=== block 1 ===
### Clock network drawn from the DEF, block 1

The bar under the picture is 50 um long.
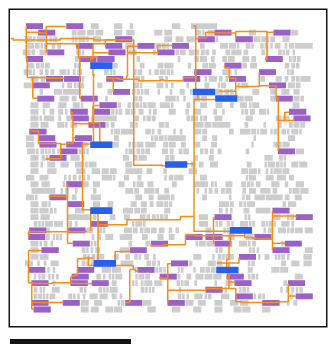

$ cat src/rtl/dvl_pkg.sv
// Shared types for the DVL transducer drive path.
package dvl_pkg;

  // Command consumed by h_bridge.
  typedef enum logic [1:0] {
    HIGHZ = 2'b00,
    DAMP  = 2'b01,
    OSCL  = 2'b10
  } h_bridge_state_t;

endpackage

$ cat src/rtl/ping_sequencer.sv
// Per-ping drive schedule: transmit burst, active damping, receiver blanking, listen window.
// Every output is registered and is computed from the next FSM state.
module ping_sequencer #(
  parameter int unsigned CNT_W = 16
) (
  input  logic                     clk,
  input  logic                     rst,
  input  logic                     start,
  input  logic                     abort,
  input  logic [CNT_W-1:0]         burst_len,
  input  logic [CNT_W-1:0]         damp_len,
  input  logic [CNT_W-1:0]         blank_len,
  input  logic [CNT_W-1:0]         listen_len,
  output dvl_pkg::h_bridge_state_t state,
  output logic                     busy,
  output logic                     listen,
  output logic                     done,
  output logic                     aborted,
  output logic [15:0]              ping_count
);

  typedef enum logic [2:0] {
    StIdle,
    StTx,
    StDamp,
    StBlank,
    StListen
  } fsm_e;

  // Phase indices used when searching for the next nonzero phase.
  localparam logic [2:0] PhTx     = 3'd0;
  localparam logic [2:0] PhDamp   = 3'd1;
  localparam logic [2:0] PhBlank  = 3'd2;
  localparam logic [2:0] PhListen = 3'd3;
  localparam logic [2:0] PhNone   = 3'd4;

  fsm_e                     fsm_q, fsm_d;
  logic [CNT_W-1:0]         cnt_q, cnt_d;
  logic [CNT_W-1:0]         damp_len_q, damp_len_d;
  logic [CNT_W-1:0]         blank_len_q, blank_len_d;
  logic [CNT_W-1:0]         listen_len_q, listen_len_d;
  logic                     abort_pend_q, abort_pend_d;
  dvl_pkg::h_bridge_state_t state_q, state_d;
  logic                     busy_q, busy_d;
  logic                     listen_q, listen_d;
  logic                     done_q, done_d;
  logic                     aborted_q, aborted_d;
  logic [15:0]              ping_count_q, ping_count_d;

  // Lengths seen by the phase search: live inputs in IDLE (they latch this edge), else latched.
  logic [CNT_W-1:0] len_sel [4];
  logic [3:0]       len_nz;
  logic             seek;
  logic [2:0]       seek_from;
  logic [2:0]       next_ph;

  // Lowest-index phase at or after 'from' whose length is nonzero; PhNone if none remain.
  function automatic logic [2:0] first_nz(input logic [3:0] nz, input logic [2:0] from);
    logic [2:0] idx;
    idx = PhNone;
    for (int i = 3; i >= 0; i--) begin
      if (nz[i] && (3'(i) >= from)) idx = 3'(i);
    end
    return idx;
  endfunction

  // Select the length set the phase search works from.
  always_comb begin
    len_sel[0] = burst_len;
    len_sel[1] = (fsm_q == StIdle) ? damp_len   : damp_len_q;
    len_sel[2] = (fsm_q == StIdle) ? blank_len  : blank_len_q;
    len_sel[3] = (fsm_q == StIdle) ? listen_len : listen_len_q;
    for (int i = 0; i < 4; i++) begin
      len_nz[i] = (len_sel[i] != '0);
    end
  end

  // Next-state logic: phase countdown, abort handling, skip of zero-length phases.
  always_comb begin
    fsm_d        = fsm_q;
    cnt_d        = cnt_q;
    damp_len_d   = damp_len_q;
    blank_len_d  = blank_len_q;
    listen_len_d = listen_len_q;
    abort_pend_d = abort_pend_q;
    done_d       = 1'b0;
    aborted_d    = 1'b0;
    ping_count_d = ping_count_q;
    seek         = 1'b0;
    seek_from    = PhTx;

    unique case (fsm_q)
      StIdle: begin
        // start beats a simultaneous abort; abort alone does nothing here.
        if (start) begin
          damp_len_d   = damp_len;
          blank_len_d  = blank_len;
          listen_len_d = listen_len;
          abort_pend_d = 1'b0;
          seek         = 1'b1;
          seek_from    = PhTx;
        end
      end

      StTx: begin
        if (abort) begin
          // Never leave OSCL straight to HIGHZ when damping is configured.
          if (damp_len_q != '0) begin
            fsm_d        = StDamp;
            cnt_d        = damp_len_q - CNT_W'(1);
            abort_pend_d = 1'b1;
          end else begin
            fsm_d     = StIdle;
            cnt_d     = '0;
            aborted_d = 1'b1;
          end
        end else if (cnt_q == '0) begin
          seek      = 1'b1;
          seek_from = PhDamp;
        end else begin
          cnt_d = cnt_q - CNT_W'(1);
        end
      end

      StDamp: begin
        // Damping always runs to completion; an abort only changes where it goes next.
        if (cnt_q == '0) begin
          if (abort_pend_q || abort) begin
            fsm_d     = StIdle;
            cnt_d     = '0;
            aborted_d = 1'b1;
          end else begin
            seek      = 1'b1;
            seek_from = PhBlank;
          end
        end else begin
          cnt_d = cnt_q - CNT_W'(1);
          if (abort) abort_pend_d = 1'b1;
        end
      end

      StBlank: begin
        if (abort) begin
          fsm_d     = StIdle;
          cnt_d     = '0;
          aborted_d = 1'b1;
        end else if (cnt_q == '0) begin
          seek      = 1'b1;
          seek_from = PhListen;
        end else begin
          cnt_d = cnt_q - CNT_W'(1);
        end
      end

      StListen: begin
        if (abort) begin
          fsm_d     = StIdle;
          cnt_d     = '0;
          aborted_d = 1'b1;
        end else if (cnt_q == '0) begin
          seek      = 1'b1;
          seek_from = PhNone;
        end else begin
          cnt_d = cnt_q - CNT_W'(1);
        end
      end

      default: begin
        fsm_d = StIdle;
        cnt_d = '0;
      end
    endcase

    next_ph = first_nz(len_nz, seek_from);

    // Enter the next nonzero phase, or finish the ping if none remain.
    if (seek) begin
      unique case (next_ph)
        PhTx: begin
          fsm_d = StTx;
          cnt_d = len_sel[0] - CNT_W'(1);
        end
        PhDamp: begin
          fsm_d = StDamp;
          cnt_d = len_sel[1] - CNT_W'(1);
        end
        PhBlank: begin
          fsm_d = StBlank;
          cnt_d = len_sel[2] - CNT_W'(1);
        end
        PhListen: begin
          fsm_d = StListen;
          cnt_d = len_sel[3] - CNT_W'(1);
        end
        default: begin
          fsm_d        = StIdle;
          cnt_d        = '0;
          done_d       = 1'b1;
          ping_count_d = ping_count_q + 16'd1;
        end
      endcase
    end

    unique case (fsm_d)
      StTx:    state_d = dvl_pkg::OSCL;
      StDamp:  state_d = dvl_pkg::DAMP;
      default: state_d = dvl_pkg::HIGHZ;
    endcase
    busy_d   = (fsm_d != StIdle);
    listen_d = (fsm_d == StListen);
  end

  // State and registered outputs with synchronous reset.
  always_ff @(posedge clk) begin
    if (rst) begin
      fsm_q        <= StIdle;
      cnt_q        <= '0;
      damp_len_q   <= '0;
      blank_len_q  <= '0;
      listen_len_q <= '0;
      abort_pend_q <= 1'b0;
      state_q      <= dvl_pkg::HIGHZ;
      busy_q       <= 1'b0;
      listen_q     <= 1'b0;
      done_q       <= 1'b0;
      aborted_q    <= 1'b0;
      ping_count_q <= 16'd0;
    end else begin
      fsm_q        <= fsm_d;
      cnt_q        <= cnt_d;
      damp_len_q   <= damp_len_d;
      blank_len_q  <= blank_len_d;
      listen_len_q <= listen_len_d;
      abort_pend_q <= abort_pend_d;
      state_q      <= state_d;
      busy_q       <= busy_d;
      listen_q     <= listen_d;
      done_q       <= done_d;
      aborted_q    <= aborted_d;
      ping_count_q <= ping_count_d;
    end
  end

  assign state      = state_q;
  assign busy       = busy_q;
  assign listen     = listen_q;
  assign done       = done_q;
  assign aborted    = aborted_q;
  assign ping_count = ping_count_q;

endmodule

$ cat config.mk
export PLATFORM = sky130hd
export DESIGN_NAME = ping_sequencer
export DESIGN_NICKNAME = d
export VERILOG_FILES = /design/src/rtl/dvl_pkg.sv /design/src/rtl/ping_sequencer.sv
export SDC_FILE = /design/constraint.sdc
export NUM_CORES = 1
export LEC_CHECK = 0
export CELL_PAD_IN_SITES_DETAIL_PLACEMENT = 0
export CELL_PAD_IN_SITES_GLOBAL_PLACEMENT = 1
export CORE_MARGIN = 5
export CORE_UTILIZATION = 44
export DETAILED_ROUTE_END_ITERATION = 8
export PLACE_DENSITY_LB_ADDON = 0.1
export SLEW_MARGIN = 25
export SYNTH_ARGS = -nofsm -noshare
export SYNTH_HDL_FRONTEND = slang
export SYNTH_SLANG_ARGS = --single-unit
$ cat constraint.sdc
create_clock -name clk -period 6.3 [get_ports clk]
set_input_delay 1.26 -clock clk [delete_from_list [all_inputs] [get_ports clk]]
set_output_delay 1.26 -clock clk [all_outputs]
set_load 0.02 [all_outputs]
=== block 2 ===
<file path="config.mk">
export PLATFORM = sky130hd
export DESIGN_NAME = inst_bus_responder
export DESIGN_NICKNAME = d
export VERILOG_FILES = /design/src/rtl/inst_bus_responder.sv
export SDC_FILE = /design/constraint.sdc
export NUM_CORES = 1
export LEC_CHECK = 0
export CORE_MARGIN = 8
export CORE_UTILIZATION = 44
export CTS_BUF_LIST = sky130_fd_sc_hd__clkbuf_8
export CTS_CLUSTER_DIAMETER = 30
export DETAILED_ROUTE_END_ITERATION = 6
export PLACE_DENSITY = 0.83
export SYNTH_ARGS = -nofsm -noshare
export SYNTH_HDL_FRONTEND = slang
export SYNTH_SLANG_ARGS = --single-unit
</file>
<file path="constraint.sdc">
create_clock -name clk -period 2 [get_ports clk]
set_clock_uncertainty 0.1 [all_clocks]
set_input_delay 0.4 -clock clk [delete_from_list [all_inputs] [get_ports clk]]
set_output_delay 0.4 -clock clk [all_outputs]
set_load 0.02 [all_outputs]
</file>
<file path="src/rtl/inst_bus_responder.sv">
// Instruction-bus read responder: accepts a fetch, reads one word from a fixed-latency
// synchronous RAM, extracts word/halfword/byte and returns it with a one-cycle valid pulse.
module inst_bus_responder #(
    parameter int          MEM_WORDS = 4096,
    parameter int          AW        = 12,
    parameter int          RD_LAT    = 1,
    parameter logic [31:0] NOP_INST  = 32'h00000013
) (
    input  logic          clk,
    input  logic          rst,
    input  logic          i_read_req,
    input  logic          i_read_w,
    input  logic          i_read_hw,
    input  logic [31:0]   i_read_adr,
    output logic          i_read_valid,
    output logic [31:0]   i_read_data,
    input  logic          flush,
    output logic          mem_req,
    output logic [AW-1:0] mem_adr,
    input  logic [31:0]   mem_rdata,
    output logic          busy,
    output logic          err_range,
    output logic          err_overrun
);

    typedef enum logic [1:0] {
        IDLE  = 2'd0,
        ISSUE = 2'd1,
        WAIT  = 2'd2,
        RESP  = 2'd3
    } state_t;

    // Wide enough for the largest legal read latency (4).
    localparam int CW = 3;

    state_t        state;
    state_t        state_next;
    logic [CW-1:0] lat_cnt;
    logic          acc_w;
    logic          acc_hw;
    logic [1:0]    acc_lo;

    logic          in_range;
    logic          accept_mem;
    logic          accept_oor;
    logic          capture;
    logic          overrun;

    function automatic logic [31:0] format_read(
        input logic [31:0] word,
        input logic        is_w,
        input logic        is_hw,
        input logic [1:0]  lo
    );
        logic [31:0] r;
        r = word;
        if (!is_w) begin
            if (is_hw) begin
                r = {16'h0000, (lo[1] ? word[31:16] : word[15:0])};
            end else begin
                case (lo)
                    2'd0:    r = {24'h000000, word[7:0]};
                    2'd1:    r = {24'h000000, word[15:8]};
                    2'd2:    r = {24'h000000, word[23:16]};
                    default: r = {24'h000000, word[31:24]};
                endcase
            end
        end
        return r;
    endfunction

    assign in_range = ({2'b00, i_read_adr[31:2]} < 32'(MEM_WORDS));

    // NOTE: every signal driven here gets a default first, so no path can infer a latch.
    always_comb begin
        state_next   = state;
        accept_mem   = 1'b0;
        accept_oor   = 1'b0;
        capture      = 1'b0;
        mem_req      = 1'b0;
        i_read_valid = 1'b0;
        busy         = (state != IDLE);
        overrun      = i_read_req && (state != IDLE);

        case (state)
            IDLE: begin
                // A flush in the same cycle as a request drops the request entirely.
                if (i_read_req && !flush) begin
                    if (in_range) begin
                        accept_mem = 1'b1;
                        state_next = ISSUE;
                    end else begin
                        accept_oor = 1'b1;
                        state_next = RESP;
                    end
                end
            end
            ISSUE: begin
                mem_req    = 1'b1;
                state_next = flush ? IDLE : WAIT;
            end
            WAIT: begin
                if (flush) begin
                    state_next = IDLE;
                end else if (lat_cnt == CW'(1)) begin
                    capture    = 1'b1;
                    state_next = RESP;
                end
            end
            RESP: begin
                i_read_valid = 1'b1;
                state_next   = IDLE;
            end
            default: state_next = IDLE;
        endcase
    end

    // NOTE: sequential state uses non-blocking assignments so every register samples pre-edge values.
    always_ff @(posedge clk) begin
        if (rst) begin
            state <= IDLE;
        end else begin
            state <= state_next;
        end
    end

    always_ff @(posedge clk) begin
        if (rst) begin
            lat_cnt     <= '0;
            acc_w       <= 1'b0;
            acc_hw      <= 1'b0;
            acc_lo      <= 2'b00;
            mem_adr     <= '0;
            i_read_data <= 32'h0;
            err_range   <= 1'b0;
            err_overrun <= 1'b0;
        end else begin
            if (accept_mem) begin
                acc_w   <= i_read_w;
                acc_hw  <= i_read_hw;
                acc_lo  <= i_read_adr[1:0];
                mem_adr <= i_read_adr[AW+1:2];
            end

            if (accept_oor) begin
                i_read_data <= NOP_INST;
                err_range   <= 1'b1;
            end else if (capture) begin
                i_read_data <= format_read(mem_rdata, acc_w, acc_hw, acc_lo);
            end

            if (overrun) begin
                err_overrun <= 1'b1;
            end

            // Counter is only meaningful in WAIT; cleared elsewhere so an abort leaves no residue.
            case (state)
                ISSUE:   lat_cnt <= flush ? '0 : CW'(RD_LAT);
                WAIT:    lat_cnt <= flush ? '0 : lat_cnt - CW'(1);
                default: lat_cnt <= '0;
            endcase
        end
    end

endmodule

</file>
=== block 3 ===
==> config.mk <==
export PLATFORM = sky130hd
export DESIGN_NAME = glb_core_proc_router_pipe
export DESIGN_NICKNAME = d
export VERILOG_FILES = /design/src/rtl/glb_core_proc_router_pipe_pkg.sv /design/src/rtl/glb_core_proc_router_pipe_rdrs_fifo.sv /design/src/rtl/glb_core_proc_router_pipe.sv
export SDC_FILE = /design/constraint.sdc
export NUM_CORES = 1
export LEC_CHECK = 0
export ABC_AREA = 1
export CORE_UTILIZATION = 24
export CTS_CLUSTER_SIZE = 20
export DETAILED_ROUTE_END_ITERATION = 10
export PLACE_DENSITY = 0.45
export SYNTH_ARGS = -nofsm -noshare
export SYNTH_HDL_FRONTEND = slang
export SYNTH_SLANG_ARGS = --single-unit
export TNS_END_PERCENT = 1
==> constraint.sdc <==
create_clock -name clk -period 13.8 [get_ports clk]
set_input_delay 1.38 -clock clk [delete_from_list [all_inputs] [get_ports clk]]
set_output_delay 1.38 -clock clk [all_outputs]
set_load 0.02 [all_outputs]
==> src/rtl/glb_core_proc_router_pipe_pkg.sv <==
// Shared types and defaults for the pipelined GLB processor-packet router.
package glb_core_proc_router_pipe_pkg;

    localparam int TILE_SEL_ADDR_WIDTH = 5;
    localparam int BANK_DATA_WIDTH     = 64;
    localparam int BANK_STRB_WIDTH     = 8;
    localparam int GLB_ADDR_WIDTH      = 19;

    // Top-level defaults for the router pipeline and local response queue.
    localparam int GLB_PROC_ROUTER_PIPE_DEPTH = 1;
    localparam int GLB_RDRS_FIFO_DEPTH        = 4;

    typedef struct packed {
        logic                       wr_en;
        logic [BANK_STRB_WIDTH-1:0] wr_strb;
        logic [GLB_ADDR_WIDTH-1:0]  wr_addr;
        logic [BANK_DATA_WIDTH-1:0] wr_data;
    } wr_packet_t;

    typedef struct packed {
        logic                      rd_en;
        logic [GLB_ADDR_WIDTH-1:0] rd_addr;
    } rdrq_packet_t;

    typedef struct packed {
        logic [BANK_DATA_WIDTH-1:0] rd_data;
        logic                       rd_data_valid;
    } rdrs_packet_t;

    typedef struct packed {
        wr_packet_t   wr;
        rdrq_packet_t rdrq;
        rdrs_packet_t rdrs;
    } packet_t;

endpackage

==> src/rtl/glb_core_proc_router_pipe_rdrs_fifo.sv <==
// glb_rdrs_fifo: order-preserving queue for local read responses that lost
// the chain slot. Simultaneous push and pop are accepted at any occupancy,
// including full; a push into a full queue without a pop is dropped and
// reported on drop_o.
module glb_rdrs_fifo
    import glb_core_proc_router_pipe_pkg::*;
#(
    parameter int DEPTH = 4
) (
    input  logic                         clk,
    input  logic                         reset,
    input  logic                         push_i,
    input  logic                         pop_i,
    input  rdrs_packet_t                 din_i,
    output rdrs_packet_t                 head_o,
    output logic                         empty_o,
    output logic                         full_o,
    output logic [$clog2(DEPTH):0]       count_o,
    output logic                         drop_o
);

    localparam int PTR_W = $clog2(DEPTH);
    localparam int CNT_W = PTR_W + 1;

    rdrs_packet_t     mem_q [DEPTH];
    logic [PTR_W-1:0] wr_ptr_q, rd_ptr_q;
    logic [CNT_W-1:0] count_q, count_d;
    logic             full_q;
    logic             do_push, do_pop;

    assign do_pop  = pop_i && (count_q != '0);
    assign do_push = push_i && (!full_q || do_pop);
    assign drop_o  = push_i && full_q && !do_pop;

    // Occupancy after this cycle's accepted push/pop.
    always_comb begin
        count_d = count_q;
        case ({do_push, do_pop})
            2'b10:   count_d = count_q + CNT_W'(1);
            2'b01:   count_d = count_q - CNT_W'(1);
            default: count_d = count_q;
        endcase
    end

    // Pointers, count and registered full flag; pointers wrap on power-of-2 depth.
    always_ff @(posedge clk or posedge reset) begin
        if (reset) begin
            wr_ptr_q <= '0;
            rd_ptr_q <= '0;
            count_q  <= '0;
            full_q   <= 1'b0;
        end else begin
            if (do_push) wr_ptr_q <= wr_ptr_q + PTR_W'(1);
            if (do_pop)  rd_ptr_q <= rd_ptr_q + PTR_W'(1);
            count_q <= count_d;
            full_q  <= (count_d == CNT_W'(DEPTH));
        end
    end

    // Storage; contents are only observed while the queue is non-empty.
    always_ff @(posedge clk) begin
        if (do_push) mem_q[wr_ptr_q] <= din_i;
    end

    assign head_o  = mem_q[rd_ptr_q];
    assign empty_o = (count_q == '0);
    assign full_o  = full_q;
    assign count_o = count_q;

endmodule

==> src/rtl/glb_core_proc_router_pipe.sv <==
// glb_core_proc_router_pipe: pipelined processor-packet router for one GLB
// tile. Chain traffic moves through PIPE_DEPTH stages per direction; local
// read responses never overwrite a passing chain response and are queued
// until an empty merge-direction slot appears.
// Optional macro GLB_PROC_ROUTER_OVERFLOW_FLAG_EN enables the sticky
// rdrs_overflow flag (and a simulation warning on each dropped response).
module glb_core_proc_router_pipe
    import glb_core_proc_router_pipe_pkg::*;
#(
    parameter int PIPE_DEPTH      = GLB_PROC_ROUTER_PIPE_DEPTH,
    parameter int RDRS_FIFO_DEPTH = GLB_RDRS_FIFO_DEPTH
) (
    input  logic                           clk,
    input  logic                           reset,
    input  logic [TILE_SEL_ADDR_WIDTH-1:0] glb_tile_id,
    input  packet_t                        packet_w2e_wsti,
    output packet_t                        packet_e2w_wsto,
    input  packet_t                        packet_e2w_esti,
    output packet_t                        packet_w2e_esto,
    output wr_packet_t                     wr_packet_pr2sw,
    output rdrq_packet_t                   rdrq_packet_pr2sw,
    input  rdrs_packet_t                   rdrs_packet_sw2pr,
    output logic                           rdrs_fifo_full,
    output logic                           rdrs_overflow,
    input  logic                           rdrs_overflow_clr
);

    localparam int LAST = PIPE_DEPTH - 1;

    packet_t      w2e_q [PIPE_DEPTH];
    packet_t      e2w_q [PIPE_DEPTH];
    rdrs_packet_t loc_q;

    logic         is_even;
    packet_t      merge_last;
    rdrs_packet_t merge_rdrs;
    rdrs_packet_t fifo_head;
    logic         fifo_push, fifo_pop, fifo_empty, fifo_drop;
    logic [$clog2(RDRS_FIFO_DEPTH):0] fifo_count_unused;
    logic         unused_tile_bits;

    assign is_even          = ~glb_tile_id[0];
    assign unused_tile_bits = ^glb_tile_id[TILE_SEL_ADDR_WIDTH-1:1];

    // Chain shift registers (both directions) and the one-cycle local response register.
    always_ff @(posedge clk or posedge reset) begin
        if (reset) begin
            for (int i = 0; i < PIPE_DEPTH; i++) begin
                w2e_q[i] <= '0;
                e2w_q[i] <= '0;
            end
            loc_q <= '0;
        end else begin
            w2e_q[0] <= packet_w2e_wsti;
            e2w_q[0] <= packet_e2w_esti;
            for (int i = 1; i < PIPE_DEPTH; i++) begin
                w2e_q[i] <= w2e_q[i-1];
                e2w_q[i] <= e2w_q[i-1];
            end
            loc_q <= rdrs_packet_sw2pr;
        end
    end

    assign merge_last = is_even ? w2e_q[LAST] : e2w_q[LAST];

    // Merge-slot arbitration: chain first, then queued local, then bypass.
    always_comb begin
        merge_rdrs = merge_last.rdrs;
        fifo_push  = 1'b0;
        fifo_pop   = 1'b0;
        if (merge_last.rdrs.rd_data_valid) begin
            fifo_push = loc_q.rd_data_valid;
        end else if (!fifo_empty) begin
            merge_rdrs = fifo_head;
            fifo_pop   = 1'b1;
            fifo_push  = loc_q.rd_data_valid;
        end else if (loc_q.rd_data_valid) begin
            merge_rdrs = loc_q;
        end
    end

    glb_rdrs_fifo #(
        .DEPTH (RDRS_FIFO_DEPTH)
    ) u_rdrs_fifo (
        .clk     (clk),
        .reset   (reset),
        .push_i  (fifo_push),
        .pop_i   (fifo_pop),
        .din_i   (loc_q),
        .head_o  (fifo_head),
        .empty_o (fifo_empty),
        .full_o  (rdrs_fifo_full),
        .count_o (fifo_count_unused),
        .drop_o  (fifo_drop)
    );

    // Chain outputs: pass direction untouched, merge direction carries the arbitrated response.
    always_comb begin
        packet_w2e_esto = w2e_q[LAST];
        packet_e2w_wsto = e2w_q[LAST];
        if (is_even) packet_w2e_esto.rdrs = merge_rdrs;
        else         packet_e2w_wsto.rdrs = merge_rdrs;
    end

    assign wr_packet_pr2sw   = merge_last.wr;
    assign rdrq_packet_pr2sw = merge_last.rdrq;

`ifdef GLB_PROC_ROUTER_OVERFLOW_FLAG_EN
    logic overflow_q;

    // Sticky drop flag; a new drop wins over a simultaneous clear.
    always_ff @(posedge clk or posedge reset) begin
        if (reset)                  overflow_q <= 1'b0;
        else if (fifo_drop)         overflow_q <= 1'b1;
        else if (rdrs_overflow_clr) overflow_q <= 1'b0;
    end

    assign rdrs_overflow = overflow_q;

`ifndef SYNTHESIS
    // Flag every local response lost to a full queue.
    always @(posedge clk) begin
        if (!reset) assert (!fifo_drop) else $warning("local read response dropped, queue full");
    end
`endif
`else
    logic unused_ovf_inputs;
    assign unused_ovf_inputs = rdrs_overflow_clr ^ fifo_drop;
    assign rdrs_overflow     = 1'b0;
`endif

endmodule

=== block 4 ===
<file path="config.mk">
export PLATFORM = sky130hd
export DESIGN_NAME = rotor_quad_gen
export DESIGN_NICKNAME = d
export VERILOG_FILES = /design/src/rtl/rotor_pkg.sv /design/src/rtl/rotor_phase_timer.sv /design/src/rtl/rotor_quad_gen.sv
export SDC_FILE = /design/constraint.sdc
export NUM_CORES = 1
export LEC_CHECK = 0
export ABC_AREA = 1
export CAP_MARGIN = 15
export CORE_UTILIZATION = 52
export CTS_CLUSTER_DIAMETER = 40
export DETAILED_ROUTE_END_ITERATION = 6
export GPL_TIMING_DRIVEN = 0
export HOLD_SLACK_MARGIN = 0.03
export PLACE_DENSITY = 0.76
export SLEW_MARGIN = 0
export SYNTH_ARGS = -nofsm -noshare
export SYNTH_HDL_FRONTEND = slang
export SYNTH_SLANG_ARGS = --single-unit
</file>
<file path="constraint.sdc">
create_clock -name CLK -period 1.9 [get_ports CLK]
set_input_delay 0.475 -clock CLK [delete_from_list [all_inputs] [get_ports CLK]]
set_output_delay 0.475 -clock CLK [all_outputs]
set_load 0.05 [all_outputs]
</file>
<file path="src/rtl/rotor_pkg.sv">
// Shared encodings for the rotary-encoder stimulus generator.
package rotor_pkg;

   typedef logic [1:0] op_t;
   localparam op_t OP_NOP   = 2'd0;
   localparam op_t OP_LEFT  = 2'd1;
   localparam op_t OP_RIGHT = 2'd2;
   localparam op_t OP_PRESS = 2'd3;

   typedef logic [2:0] state_t;
   localparam state_t ST_IDLE     = 3'd0;
   localparam state_t ST_PH1      = 3'd1;
   localparam state_t ST_PH2      = 3'd2;
   localparam state_t ST_PH3      = 3'd3;
   localparam state_t ST_PH4      = 3'd4;
   localparam state_t ST_PRESS_HI = 3'd5;
   localparam state_t ST_PRESS_LO = 3'd6;
   localparam state_t ST_FIN      = 3'd7;

   localparam logic IDLE_AB     = 1'b1;
   localparam logic IDLE_CENTER = 1'b0;

   // {A, B} levels of the selected channel for a given op and state. The leading line is A for
   // LEFT and B for RIGHT; anything outside PH1..PH3 sits at the idle (high) level.
   function automatic logic [1:0] ab_levels(op_t op, state_t st);
      logic lead;
      logic trail;
      lead  = IDLE_AB;
      trail = IDLE_AB;
      case (st)
         ST_PH1:  lead = 1'b0;
         ST_PH2:  begin
            lead  = 1'b0;
            trail = 1'b0;
         end
         ST_PH3:  trail = 1'b0;
         default: ;
      endcase
      if (op == OP_LEFT) begin
         return {lead, trail};
      end else if (op == OP_RIGHT) begin
         return {trail, lead};
      end
      return {IDLE_AB, IDLE_AB};
   endfunction

endpackage

</file>
<file path="src/rtl/rotor_phase_timer.sv">
// Phase duration down-counter; expire_o marks the last cycle of the loaded duration.
module rotor_phase_timer #(
   parameter int unsigned CNT_W = 16
) (
   input  logic             clk_i,
   input  logic             rst_ni,
   input  logic             load_i,
   input  logic [CNT_W-1:0] load_val_i,
   output logic             expire_o
);

   logic [CNT_W-1:0] cnt_q, cnt_d;

   // Reload on strobe, otherwise count down and park at zero.
   always_comb begin
      cnt_d = cnt_q;
      if (load_i) begin
         cnt_d = load_val_i;
      end else if (cnt_q != '0) begin
         cnt_d = cnt_q - CNT_W'(1);
      end
   end

   // Counter state.
   always_ff @(posedge clk_i or negedge rst_ni) begin
      if (!rst_ni) begin
         cnt_q <= '0;
      end else begin
         cnt_q <= cnt_d;
      end
   end

   // A value of one means this is the final cycle of the phase.
   assign expire_o = (cnt_q == CNT_W'(1));

endmodule

</file>
<file path="src/rtl/rotor_quad_gen.sv">
// Multi-channel rotary encoder waveform generator driven by turn/press commands.
module rotor_quad_gen
   import rotor_pkg::*;
#(
   parameter int unsigned N_CH      = 2,
   parameter int unsigned CNT_W     = 16,
   parameter int unsigned STEPS_W   = 8,
   parameter int unsigned T_LEAD    = 250,
   parameter int unsigned T_BOTH    = 300,
   parameter int unsigned T_TRAIL   = 50,
   parameter int unsigned T_REST    = 500,
   parameter int unsigned T_PRESS   = 400,
   parameter int unsigned T_RELEASE = 200,
   localparam int unsigned CH_W     = (N_CH > 1) ? $clog2(N_CH) : 1
) (
   input  logic               CLK,
   input  logic               RST_N,
   input  logic               CMD_VALID,
   output logic               CMD_READY,
   input  logic [1:0]         CMD_OP,
   input  logic [CH_W-1:0]    CMD_CH,
   input  logic [STEPS_W-1:0] CMD_STEPS,
   input  logic               ABORT,
   output logic               BUSY,
   output logic               DONE,
   output logic               ERR,
   output logic [N_CH-1:0]    ROT_A,
   output logic [N_CH-1:0]    ROT_B,
   output logic [N_CH-1:0]    ROT_CENTER
);

   state_t             state_q, state_d;
   op_t                op_q, op_d;
   logic [CH_W-1:0]    ch_q, ch_d;
   logic [STEPS_W-1:0] steps_q, steps_d;
   logic               done_q, done_d;
   logic               err_q, err_d;
   logic [N_CH-1:0]    a_q, a_d, b_q, b_d, c_q, c_d;
   logic [N_CH-1:0]    sel;
   logic [1:0]         ab;
   logic               tmr_load;
   logic [CNT_W-1:0]   tmr_val;
   logic               tmr_expire;

   rotor_phase_timer #(
      .CNT_W (CNT_W)
   ) u_timer (
      .clk_i      (CLK),
      .rst_ni     (RST_N),
      .load_i     (tmr_load),
      .load_val_i (tmr_val),
      .expire_o   (tmr_expire)
   );

   // Command acceptance, phase sequencing and step counting.
   always_comb begin
      state_d  = state_q;
      op_d     = op_q;
      ch_d     = ch_q;
      steps_d  = steps_q;
      err_d    = 1'b0;
      tmr_load = 1'b0;
      tmr_val  = '0;
      case (state_q)
         ST_IDLE: begin
            if (CMD_VALID) begin
               op_d    = CMD_OP;
               ch_d    = CMD_CH;
               steps_d = CMD_STEPS;
               if (32'(CMD_CH) >= N_CH) begin
                  state_d = ST_FIN;
                  err_d   = 1'b1;
               end else if (CMD_OP == OP_NOP || CMD_STEPS == '0) begin
                  state_d = ST_FIN;
               end else if (CMD_OP == OP_PRESS) begin
                  state_d  = ST_PRESS_HI;
                  tmr_load = 1'b1;
                  tmr_val  = CNT_W'(T_PRESS);
               end else begin
                  state_d  = ST_PH1;
                  tmr_load = 1'b1;
                  tmr_val  = CNT_W'(T_LEAD);
               end
            end
         end
         ST_PH1: if (tmr_expire) begin
            state_d  = ST_PH2;
            tmr_load = 1'b1;
            tmr_val  = CNT_W'(T_BOTH);
         end
         ST_PH2: if (tmr_expire) begin
            state_d  = ST_PH3;
            tmr_load = 1'b1;
            tmr_val  = CNT_W'(T_TRAIL);
         end
         ST_PH3: if (tmr_expire) begin
            state_d  = ST_PH4;
            tmr_load = 1'b1;
            tmr_val  = CNT_W'(T_REST);
         end
         ST_PH4: if (tmr_expire) begin
            if (steps_q == STEPS_W'(1)) begin
               state_d = ST_FIN;
            end else begin
               steps_d  = steps_q - STEPS_W'(1);
               state_d  = ST_PH1;
               tmr_load = 1'b1;
               tmr_val  = CNT_W'(T_LEAD);
            end
         end
         ST_PRESS_HI: if (tmr_expire) begin
            state_d  = ST_PRESS_LO;
            tmr_load = 1'b1;
            tmr_val  = CNT_W'(T_RELEASE);
         end
         ST_PRESS_LO: if (tmr_expire) begin
            if (steps_q == STEPS_W'(1)) begin
               state_d = ST_FIN;
            end else begin
               steps_d  = steps_q - STEPS_W'(1);
               state_d  = ST_PRESS_HI;
               tmr_load = 1'b1;
               tmr_val  = CNT_W'(T_PRESS);
            end
         end
         default: state_d = ST_IDLE;
      endcase
      // FIN already ends the command, so an abort there would only duplicate DONE.
      if (ABORT && state_q != ST_IDLE && state_q != ST_FIN) begin
         state_d  = ST_FIN;
         err_d    = 1'b1;
         tmr_load = 1'b0;
      end
      done_d = (state_d == ST_FIN);
   end

   // Next output levels follow the next state so the pins change on the same edge as the FSM.
   always_comb begin
      ab  = ab_levels(op_d, state_d);
      a_d = {N_CH{IDLE_AB}};
      b_d = {N_CH{IDLE_AB}};
      c_d = {N_CH{IDLE_CENTER}};
      for (int unsigned i = 0; i < N_CH; i++) begin
         sel[i] = (32'(ch_d) == i);
         if (sel[i]) begin
            a_d[i] = ab[1];
            b_d[i] = ab[0];
            c_d[i] = (state_d == ST_PRESS_HI);
         end
      end
   end

   // State, command latch and registered outputs.
   always_ff @(posedge CLK or negedge RST_N) begin
      if (!RST_N) begin
         state_q <= ST_IDLE;
         op_q    <= OP_NOP;
         ch_q    <= '0;
         steps_q <= '0;
         done_q  <= 1'b0;
         err_q   <= 1'b0;
         a_q     <= {N_CH{IDLE_AB}};
         b_q     <= {N_CH{IDLE_AB}};
         c_q     <= {N_CH{IDLE_CENTER}};
      end else begin
         state_q <= state_d;
         op_q    <= op_d;
         ch_q    <= ch_d;
         steps_q <= steps_d;
         done_q  <= done_d;
         err_q   <= err_d;
         a_q     <= a_d;
         b_q     <= b_d;
         c_q     <= c_d;
      end
   end

   assign CMD_READY  = (state_q == ST_IDLE);
   assign BUSY       = !CMD_READY;
   assign DONE       = done_q;
   assign ERR        = err_q;
   assign ROT_A      = a_q;
   assign ROT_B      = b_q;
   assign ROT_CENTER = c_q;

endmodule

</file>

==> screenshots <==
Wire density map.
picture 1
The bar under the picture is 20 um long. The die is cut into 15 by 15 equal tiles; white is low, dark blue is high, scaled to the fullest tile. Values are wire area over tile area, all layers added.
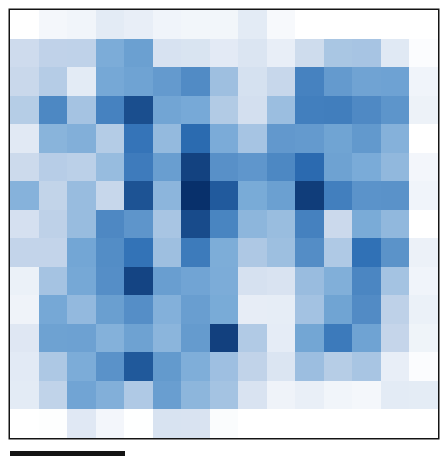
picture 2
The bar under the picture is 50 um long. The die is cut into 26 by 26 equal tiles; white is low, dark blue is high, scaled to the fullest tile. Values are wire area over tile area, all layers added.
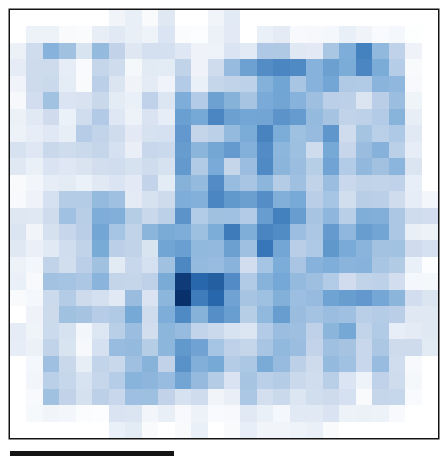
picture 3
The bar under the picture is 20 um long. The die is cut into 19 by 19 equal tiles; white is low, dark blue is high, scaled to the fullest tile. Values are wire area over tile area, all layers added.
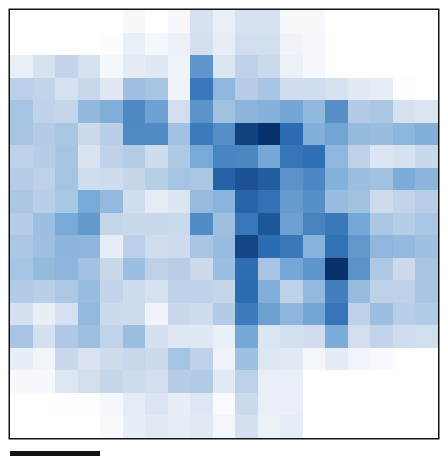
picture 4
The bar under the picture is 100 um long. The die is cut into 35 by 35 equal tiles; white is low, dark blue is high, scaled to the fullest tile. Values are wire area over tile area, all layers added.
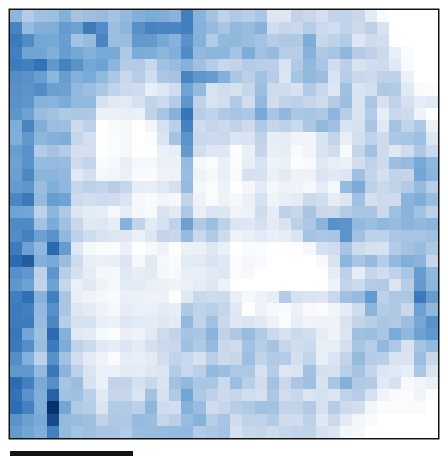
For block 2, see picture 3.
For block 1, see picture 2.
For block 3, see picture 4.
For block 4, see picture 1.

Key to picture 1:
The densest ninth of the die: centre. The emptiest ninth of the die: south-east. The mean over all tiles is 0.18. The fullest tile reaches 0.50. 34% of the tiles are over half the peak. 8.9% of the tiles are nearly empty.

### Clock network drawn from the DEF, block 4

The bar under the picture is 20 um long.
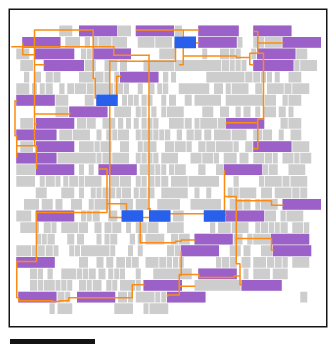
Key: purple = flip-flops [count 38]; blue = cells driving clock nets [count 5]; orange = clock wires [length 573 um]
Position of the flops: widely spread.
Clk Latency, worst-skew pair: 0.30 ns
clock power share: 0.150
Clock Skews: 0.007918 ns
clk pwr: 848 uW

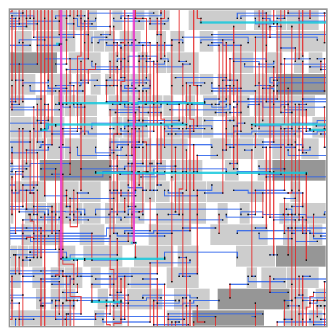
*A small window of the routed layout, block 4*
Window x 17 to 57, y 17 to 57 um. Cells in grey, sequential cells in the stronger grey; small squares are vias.
Key: magenta = met4; blue = met1; cyan = met3; red = met2
Sequential cells in the window: 7. 177 logic cells have their middle in the window. Netlist names of flops here include u_timer.cnt_q (4), steps_q (2). Most frequent: nand2_1 (35), inv_1 (18), nor2_1 (17).

==> flow_metrics.py, block 4 <==
# Auto-generated metrics
metrics = {
    "floorplanning": {
        "die_w_um": 74.24,
        "nWellTaps": 67,
        "fp_util": 0.5562,
        "die_y_um": 74.24,
    },
    "placement": {
        "dp.cells": 457,
        "io_buffers": 24,
        "placed_cell_area_um2": 3069,
    },
    "final_layout": {
        "sh_comb_area": 0.4772,
        "largestRegisters": "u_timer.cnt_q: 16 flops, steps_q: 8 flops, state_q: 3 flops",
    },
    "logic_synthesis": {
        "ys_sh_adder": 0.02305,
        "ys_warn_count": 0,
        "synth-xor-area-share": 0.01936,
        "yosysUniqueCellTypes": 43,
    },
    "sta": {
        "layout_setup_ws_ns": -0.03523,
        "hold_violations": 0,
        "setup_viol": 8,
    },
    "global_route": {
        "grt_max_degree": 39,
        "gr-total-overflow": 0,
    },
    "outcome": {
        "failed_checks": "negative setup slack",
        "outcome": "finished, violations left",
    },
}
## block 4: worst max-delay path, cell delays in order (launching register included)
cell and delay (ns):
dfrtp_1 0.41, inv_2 0.09, ha_4 0.13, nor3b_4 0.18, nand2_2 0.12, nand3_4 0.13
nor2_4 0.05, nor2_4 0.14, nand3_4 0.13, nand2_8 0.12, buf_6 0.14, nand2_1 0.05
a21oi_1 0.16
## block 4: timing repair
item,in CTS,in global routing
setup endpoints to repair,28,28
cloned,1,2
pin swaps,5,25
gates resized,29,53
buffers inserted,3,17
hold buffers,0,0
## block 4: placed cells by master, fill, tap and decap left out, drive strengths merged, types with 2 or more instances in the layout
master         instances
a21oi                 17
o22ai                  2
clkinv                 2
nand3                 35
dfstp                  4
nor2                  58
nand2                 92
a22oi                  2
or2                    3
inv                   61
ha                     5
o21ai                 27
xnor2                  2
xor2                   4
clkdlybuf4s50          7
bufinv                 2
dlymetal6s2s           6
nor3                   4
buf                   30
dfrtp                 34
nand3b                 2
clkbuf                 5
dlygate4sd2            8
nand4                  2
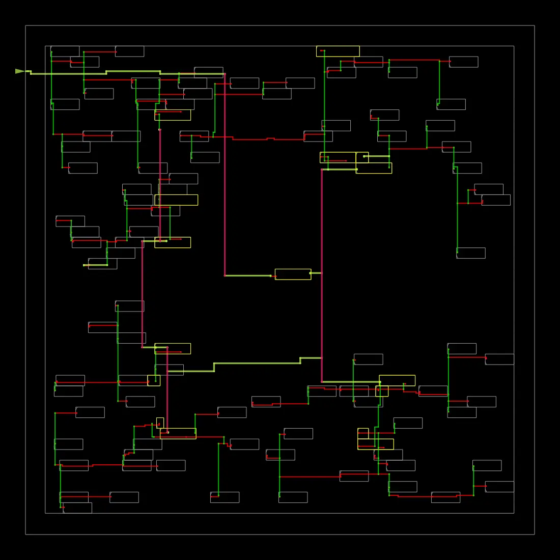
*Clock nets, block 1*
flop count: 90
CTS Buf Count: 9
total clock sinks: 90

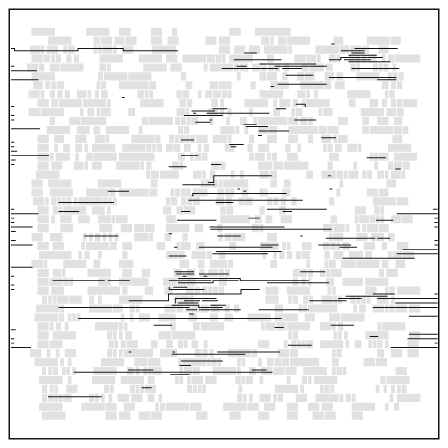
*M3 wires, block 1*
The layer carries 1560 um of wire. The wires run mostly horizontal.
Vias: 6752
final WL: 23430 um
routing usage on met3: 0.04715

Notes on 'Clock network drawn from the DEF' of block 1 above:
Key: orange = clock wires [length 1310 um]; blue = cells driving clock nets [count 9]; purple = flip-flops [count 90]
There are 10 routed clock nets. Position of the flops: widely spread.

==> flow_metrics.py, block 1 <==
# Auto-generated metrics
metrics = {
    "outcome": {
        "outcome": "finished clean",
    },
    "critical_path": {
        "end_kind": "register",
        "slowest_delay_ns": 0.70,
        "r2r_start": "cnt_q[0]",
        "cp_cell_sequence": "clkdlybuf4s50_1, nor2_1, nand3_2, nand2b_1, nand2_1, a21oi_1, ha_1, nand3_1, nor2_1, and4b_1, xnor2_1, o22ai_1",
        "reg2reg_slack_ns": 1.87,
        "criticalPathCategory": "in2reg",
    },
    "placement": {
        "hpwl_um": 17910,
        "place_ws_ns": 1.177,
    },
    "worst_hold_path": {
        "min_to": "listen_len_q[14]",
    },
    "pwr": {
        "leakage_uw": 0.002863,
        "power_density_nw_per_um2": 239.0,
    },
    "logic_synthesis": {
        "syn_area_per_cell_um2": 7.600,
    },
    "final_layout": {
        "fin_util": 0.5281,
        "drive_gt1_frac": 0.08324,
        "n_antenna_cell": 0,
    },
    "sta": {
        "finalSetupTns_ns": 0,
        "worstMarginPinSlew_ns": 0.8156,
        "timing.hold.ws_ns": 0.4727,
    },
    "routing": {
        "wl_per_cell_um": 21.60,
    },
    "floorplanning": {
        "die_y_um": 130.4,
    },
    "global_route": {
        "grt.total_usage": 0.2782,
    },
}
## block 1: where the power goes
part / total (uW) / switching, uW / internal (uW) / leakage [uW]
sequential: 658 / 51.1 / 607 / 0.000737
clock: 599 / 248 / 351 / 0.000156
combinational: 556 / 343 / 213 / 0.00197
total: 1810 / 643 / 1170 / 0.00286
## block 1: cells by family after synthesis
logic type      after synthesis  synth area share
simple gates                390            0.3095
compound gates              225            0.2473
flops                        90            0.2826
buf+inv                      62           0.05259
xor+xnor                     39           0.05357
mux                          28           0.04474
fa+ha+maj                     5          0.009812
## block 1: cell type report
type | count | area share
timing repair buffer | 97 | 0.1246
clock buffer | 9 | 0.02968
multi-input combinational | 687 | 0.5594
inverter | 11 | 0.005441
clock inverter | 7 | 0.01303
tap | 184 | 0.03034
sequential | 90 | 0.2374
## block 1: metal layers
metal,track usage,part of all wire,vias up
met2,0.4505,0.47,280
met5,0,0,-
met3,0.04715,0.066,45
met4,0.09982,0.027,0
met1,0.3748,0.44,3227
li1,-,-,3200
## block 1: tightest hold or removal path: stages (launching register included)
cell	delay, ns
dfxtp_1	0.32
nand2_1	0.06
a21oi_1	0.05
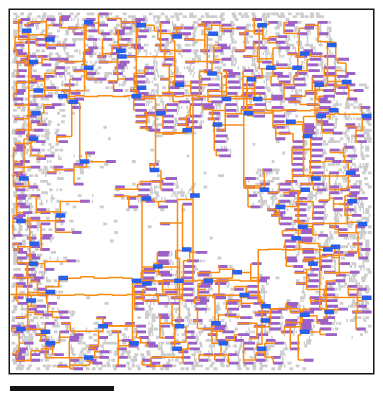
*Clock network drawn from the DEF, block 3*
The bar under the picture is 100 um long.
Key: purple = flip-flops [count 687]; blue = cells driving clock nets [count 87]; orange = clock wires [length 10800 um]
There are 88 routed clock nets.
clk pwr: 2260 uW
Clock Skews: 0.01876 ns
Clk Latency, worst-skew pair: 0.67 ns

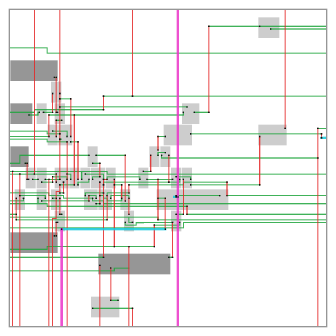
*A small window of the routed layout, block 3*
Window x 154 to 194, y 154 to 194 um. Cells in grey, sequential cells in the stronger grey; small squares are vias.
Key: green = met1; red = met2; cyan = met3; magenta = met4
Most frequent: nand2_1 (16), nand3_1 (5), inv_1 (4). Sequential cells in the window: 3. Netlist names of flops here include u_rdrs_fifo.mem_q (2), w2e_q (1). 36 logic cells have their middle in the window.

==> flow_metrics.py, block 3 <==
# Auto-generated metrics
metrics = {
    "outcome": {
        "outcome": "finished clean",
    },
    "logic_synthesis": {
        "flop_cell": "dfrtp_1",
        "synth_nets": 3403,
        "synth.area.mux_share": 0,
    },
    "global_route": {
        "grt_use_met3": 0.05781,
        "grt_pass1_vias": 21960,
        "grt.total_usage": 0.1945,
        "gr-total-overflow": 0,
    },
    "critical_path": {
        "reg2reg_slack_ns": 9.64,
        "crit_family": "buffers and inverters",
        "cp_common_cell": "nand2_1",
        "crit_arrival_ns": 5.48,
    },
    "sta": {
        "hold_violations": 0,
        "setup_viol": 0,
        "fin_crit_ns": 6.864,
    },
    "clock_network": {
        "holdBufCountCts": 0,
        "htreeDepth": 3,
        "cts-buffers-inserted": 87,
    },
    "floorplanning": {
        "core_area_um2": 118200,
    },
    "placement": {
        "hpwl_um": 86860,
    },
    "worst_hold_path": {
        "hold_start": "u_rdrs_fifo.count_o[2]",
        "holdCritPathClass": "reg2reg",
    },
    "final_layout": {
        "nNetsFinal": 4040,
        "fin_util": 0.3405,
        "top_register": "u_rdrs_fifo.mem_q",
    },
    "pwr": {
        "ir_drop_mv": 0.1059,
    },
}
## block 3: worst min path at each step
stage / end / slack [ns] / depth (start not counted)
CTS: u_rdrs_fifo.count_o[2] / 0.49 / 1
global placement: u_rdrs_fifo.count_o[2] / 0.48 / 1
global route: u_rdrs_fifo.count_o[2] / 0.54 / 1
floorplan: u_rdrs_fifo.count_o[2] / 0.46 / 1
detailed placement: u_rdrs_fifo.count_o[2] / 0.48 / 1
finish: u_rdrs_fifo.count_o[2] / 0.49 / 1
## block 3: metal layers
layer / part of all wire / vias up
met5: 0.0011 / -
met4: 0.035 / 20
met1: 0.38 / 10600
li1: - / 10460
met2: 0.52 / 684
met3: 0.065 / 191
## block 3: cell type report
class                   instances  area (um^2)  share of cell area
clock inverters                29        286.5            0.007118
diodes                          5        12.51           0.0003108
clock buffers                 132         2520             0.06260
inverters                     210        810.8             0.02014
flip-flops and latches        687        18500              0.4596
well taps                    1536         1922             0.04774
multi-input cells            1705         7076              0.1758
repair buffers                916         9129              0.2268
## block 3: where the power goes
part	switching (uW)	total, uW	internal (uW)
clock	912	2260	1350
combinational	1080	1700	622
sequential	138	2460	2320
total	2130	6430	4300
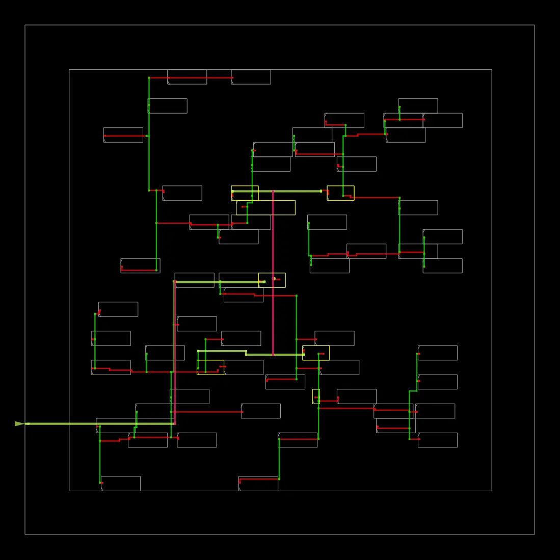
*Clock nets, block 2*
clock buffers: 5
CTS Buf Count: 5
clk pwr: 707 uW
flop count: 55

==> flow_metrics.py, block 2 <==
# Auto-generated metrics
metrics = {
    "floorplanning": {
        "die_y_um": 95.40,
    },
    "clock_network": {
        "clk_latency_ns": 0.30,
        "cts_tree": "built",
    },
    "final_layout": {
        "n_antenna_cell": 0,
        "flop_area_um2": 1101,
        "clk_share": 0.02397,
        "sh_comb_area": 0.3625,
        "finish.instance_area_um2": 4280,
    },
    "sta": {
        "grt_setup_unrepaired": "no",
        "fin_crit_ns": 1.893,
        "setup_viol": 0,
    },
    "global_route": {
        "grt_use_met3": 0.07480,
        "met2_usage": 0.3159,
    },
    "run": {
        "drv_cap": 0,
    },
    "logic_synthesis": {
        "ys_top_cells_by_count": "55 x dfxtp_1, 41 x nand2b_1, 30 x nor3_1",
        "synth.largest_area_cell": "dfxtp_1",
        "synthesis.area_um2": 2774,
    },
    "pwr": {
        "leakage_uw": 0.001585,
        "power.group.top": "sequential cells",
        "switching_share": 0.2830,
        "seq_cell_power_uw": 1180,
        "p_comb_uw": 774,
        "p_clk_frac": 0.266,
    },
    "critical_path": {
        "crit_arrival_ns": 2.02,
        "crit_family": "buffers and inverters",
        "start_kind": "input port",
    },
    "outcome": {
        "outcome": "finished clean",
    },
    "routing": {
        "drt_wl_total_um": 8575,
    },
}
-- block 2: kinds of logic (layout without fill, tap and decap cells) --
family | count (synthesis) | count (layout) | share of synthesized area
simple gates | 126 | 126 | 0.2652
compound gates | 58 | 58 | 0.1425
flops | 55 | 55 | 0.3969
buf+inv | 31 | 156 | 0.05548
mux | 28 | 28 | 0.1096
fa+ha+maj | 6 | 6 | 0.02706
xor+xnor | 1 | 1 | 0.003158
-- block 2: final timing paths --
path	slack, ns	end	depth (start not counted)	from
min reg2reg	0.35	err_range	2	err_range
max	0.11	mem_adr[7]	7	i_read_adr[21]
min	0.35	err_range	2	err_range
max reg2reg	0.14	mem_adr[7]	8	state[1]
-- block 2: registers in the layout, indices dropped and copies added (netlist names), 2 cells and up --
signal,cells
i_read_data,32
mem_adr,12
lat_cnt,3
acc_lo,2
state,2
-- block 2: stage by stage --
| step | hold WS, ns | setup TNS [ns] |
|---|---|---|
| 4_1_cts | 0.3534 | 0 |
| 5_1_grt | 0.3700 | 0 |
| 2_1_floorplan | 0.3575 | 0 |
| 3_3_place_gp | 0.3372 | -6.408 |
| 3_5_place_dp | 0.3388 | -8.111 |
| 6_report | 0.3521 | 0 |


==> gallery <==
M3 wires.
(a)
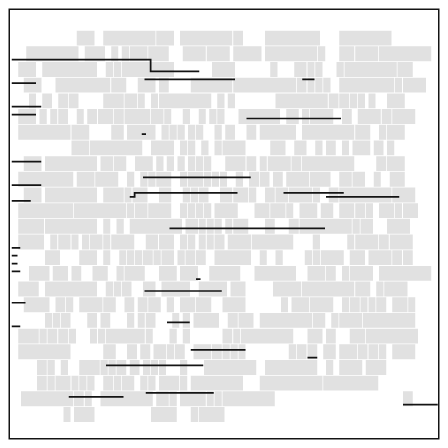
(b)
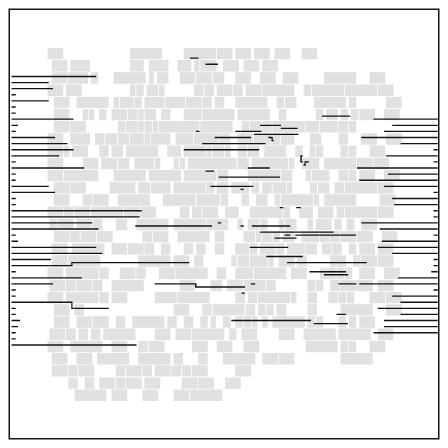
(c)
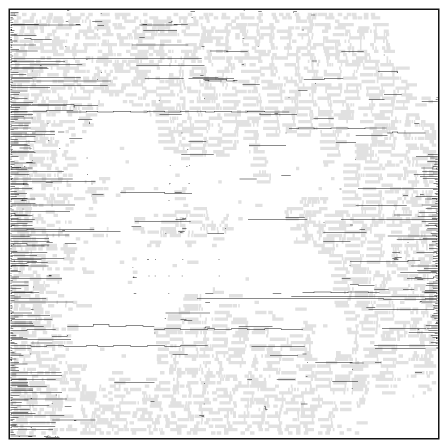
block 4: (a)
block 3: (c)
block 2: (b)

Key to (b):
106 nets have wire on it. The longest straight run is 28.8 um.

Power and IR drop assume default switching activity.
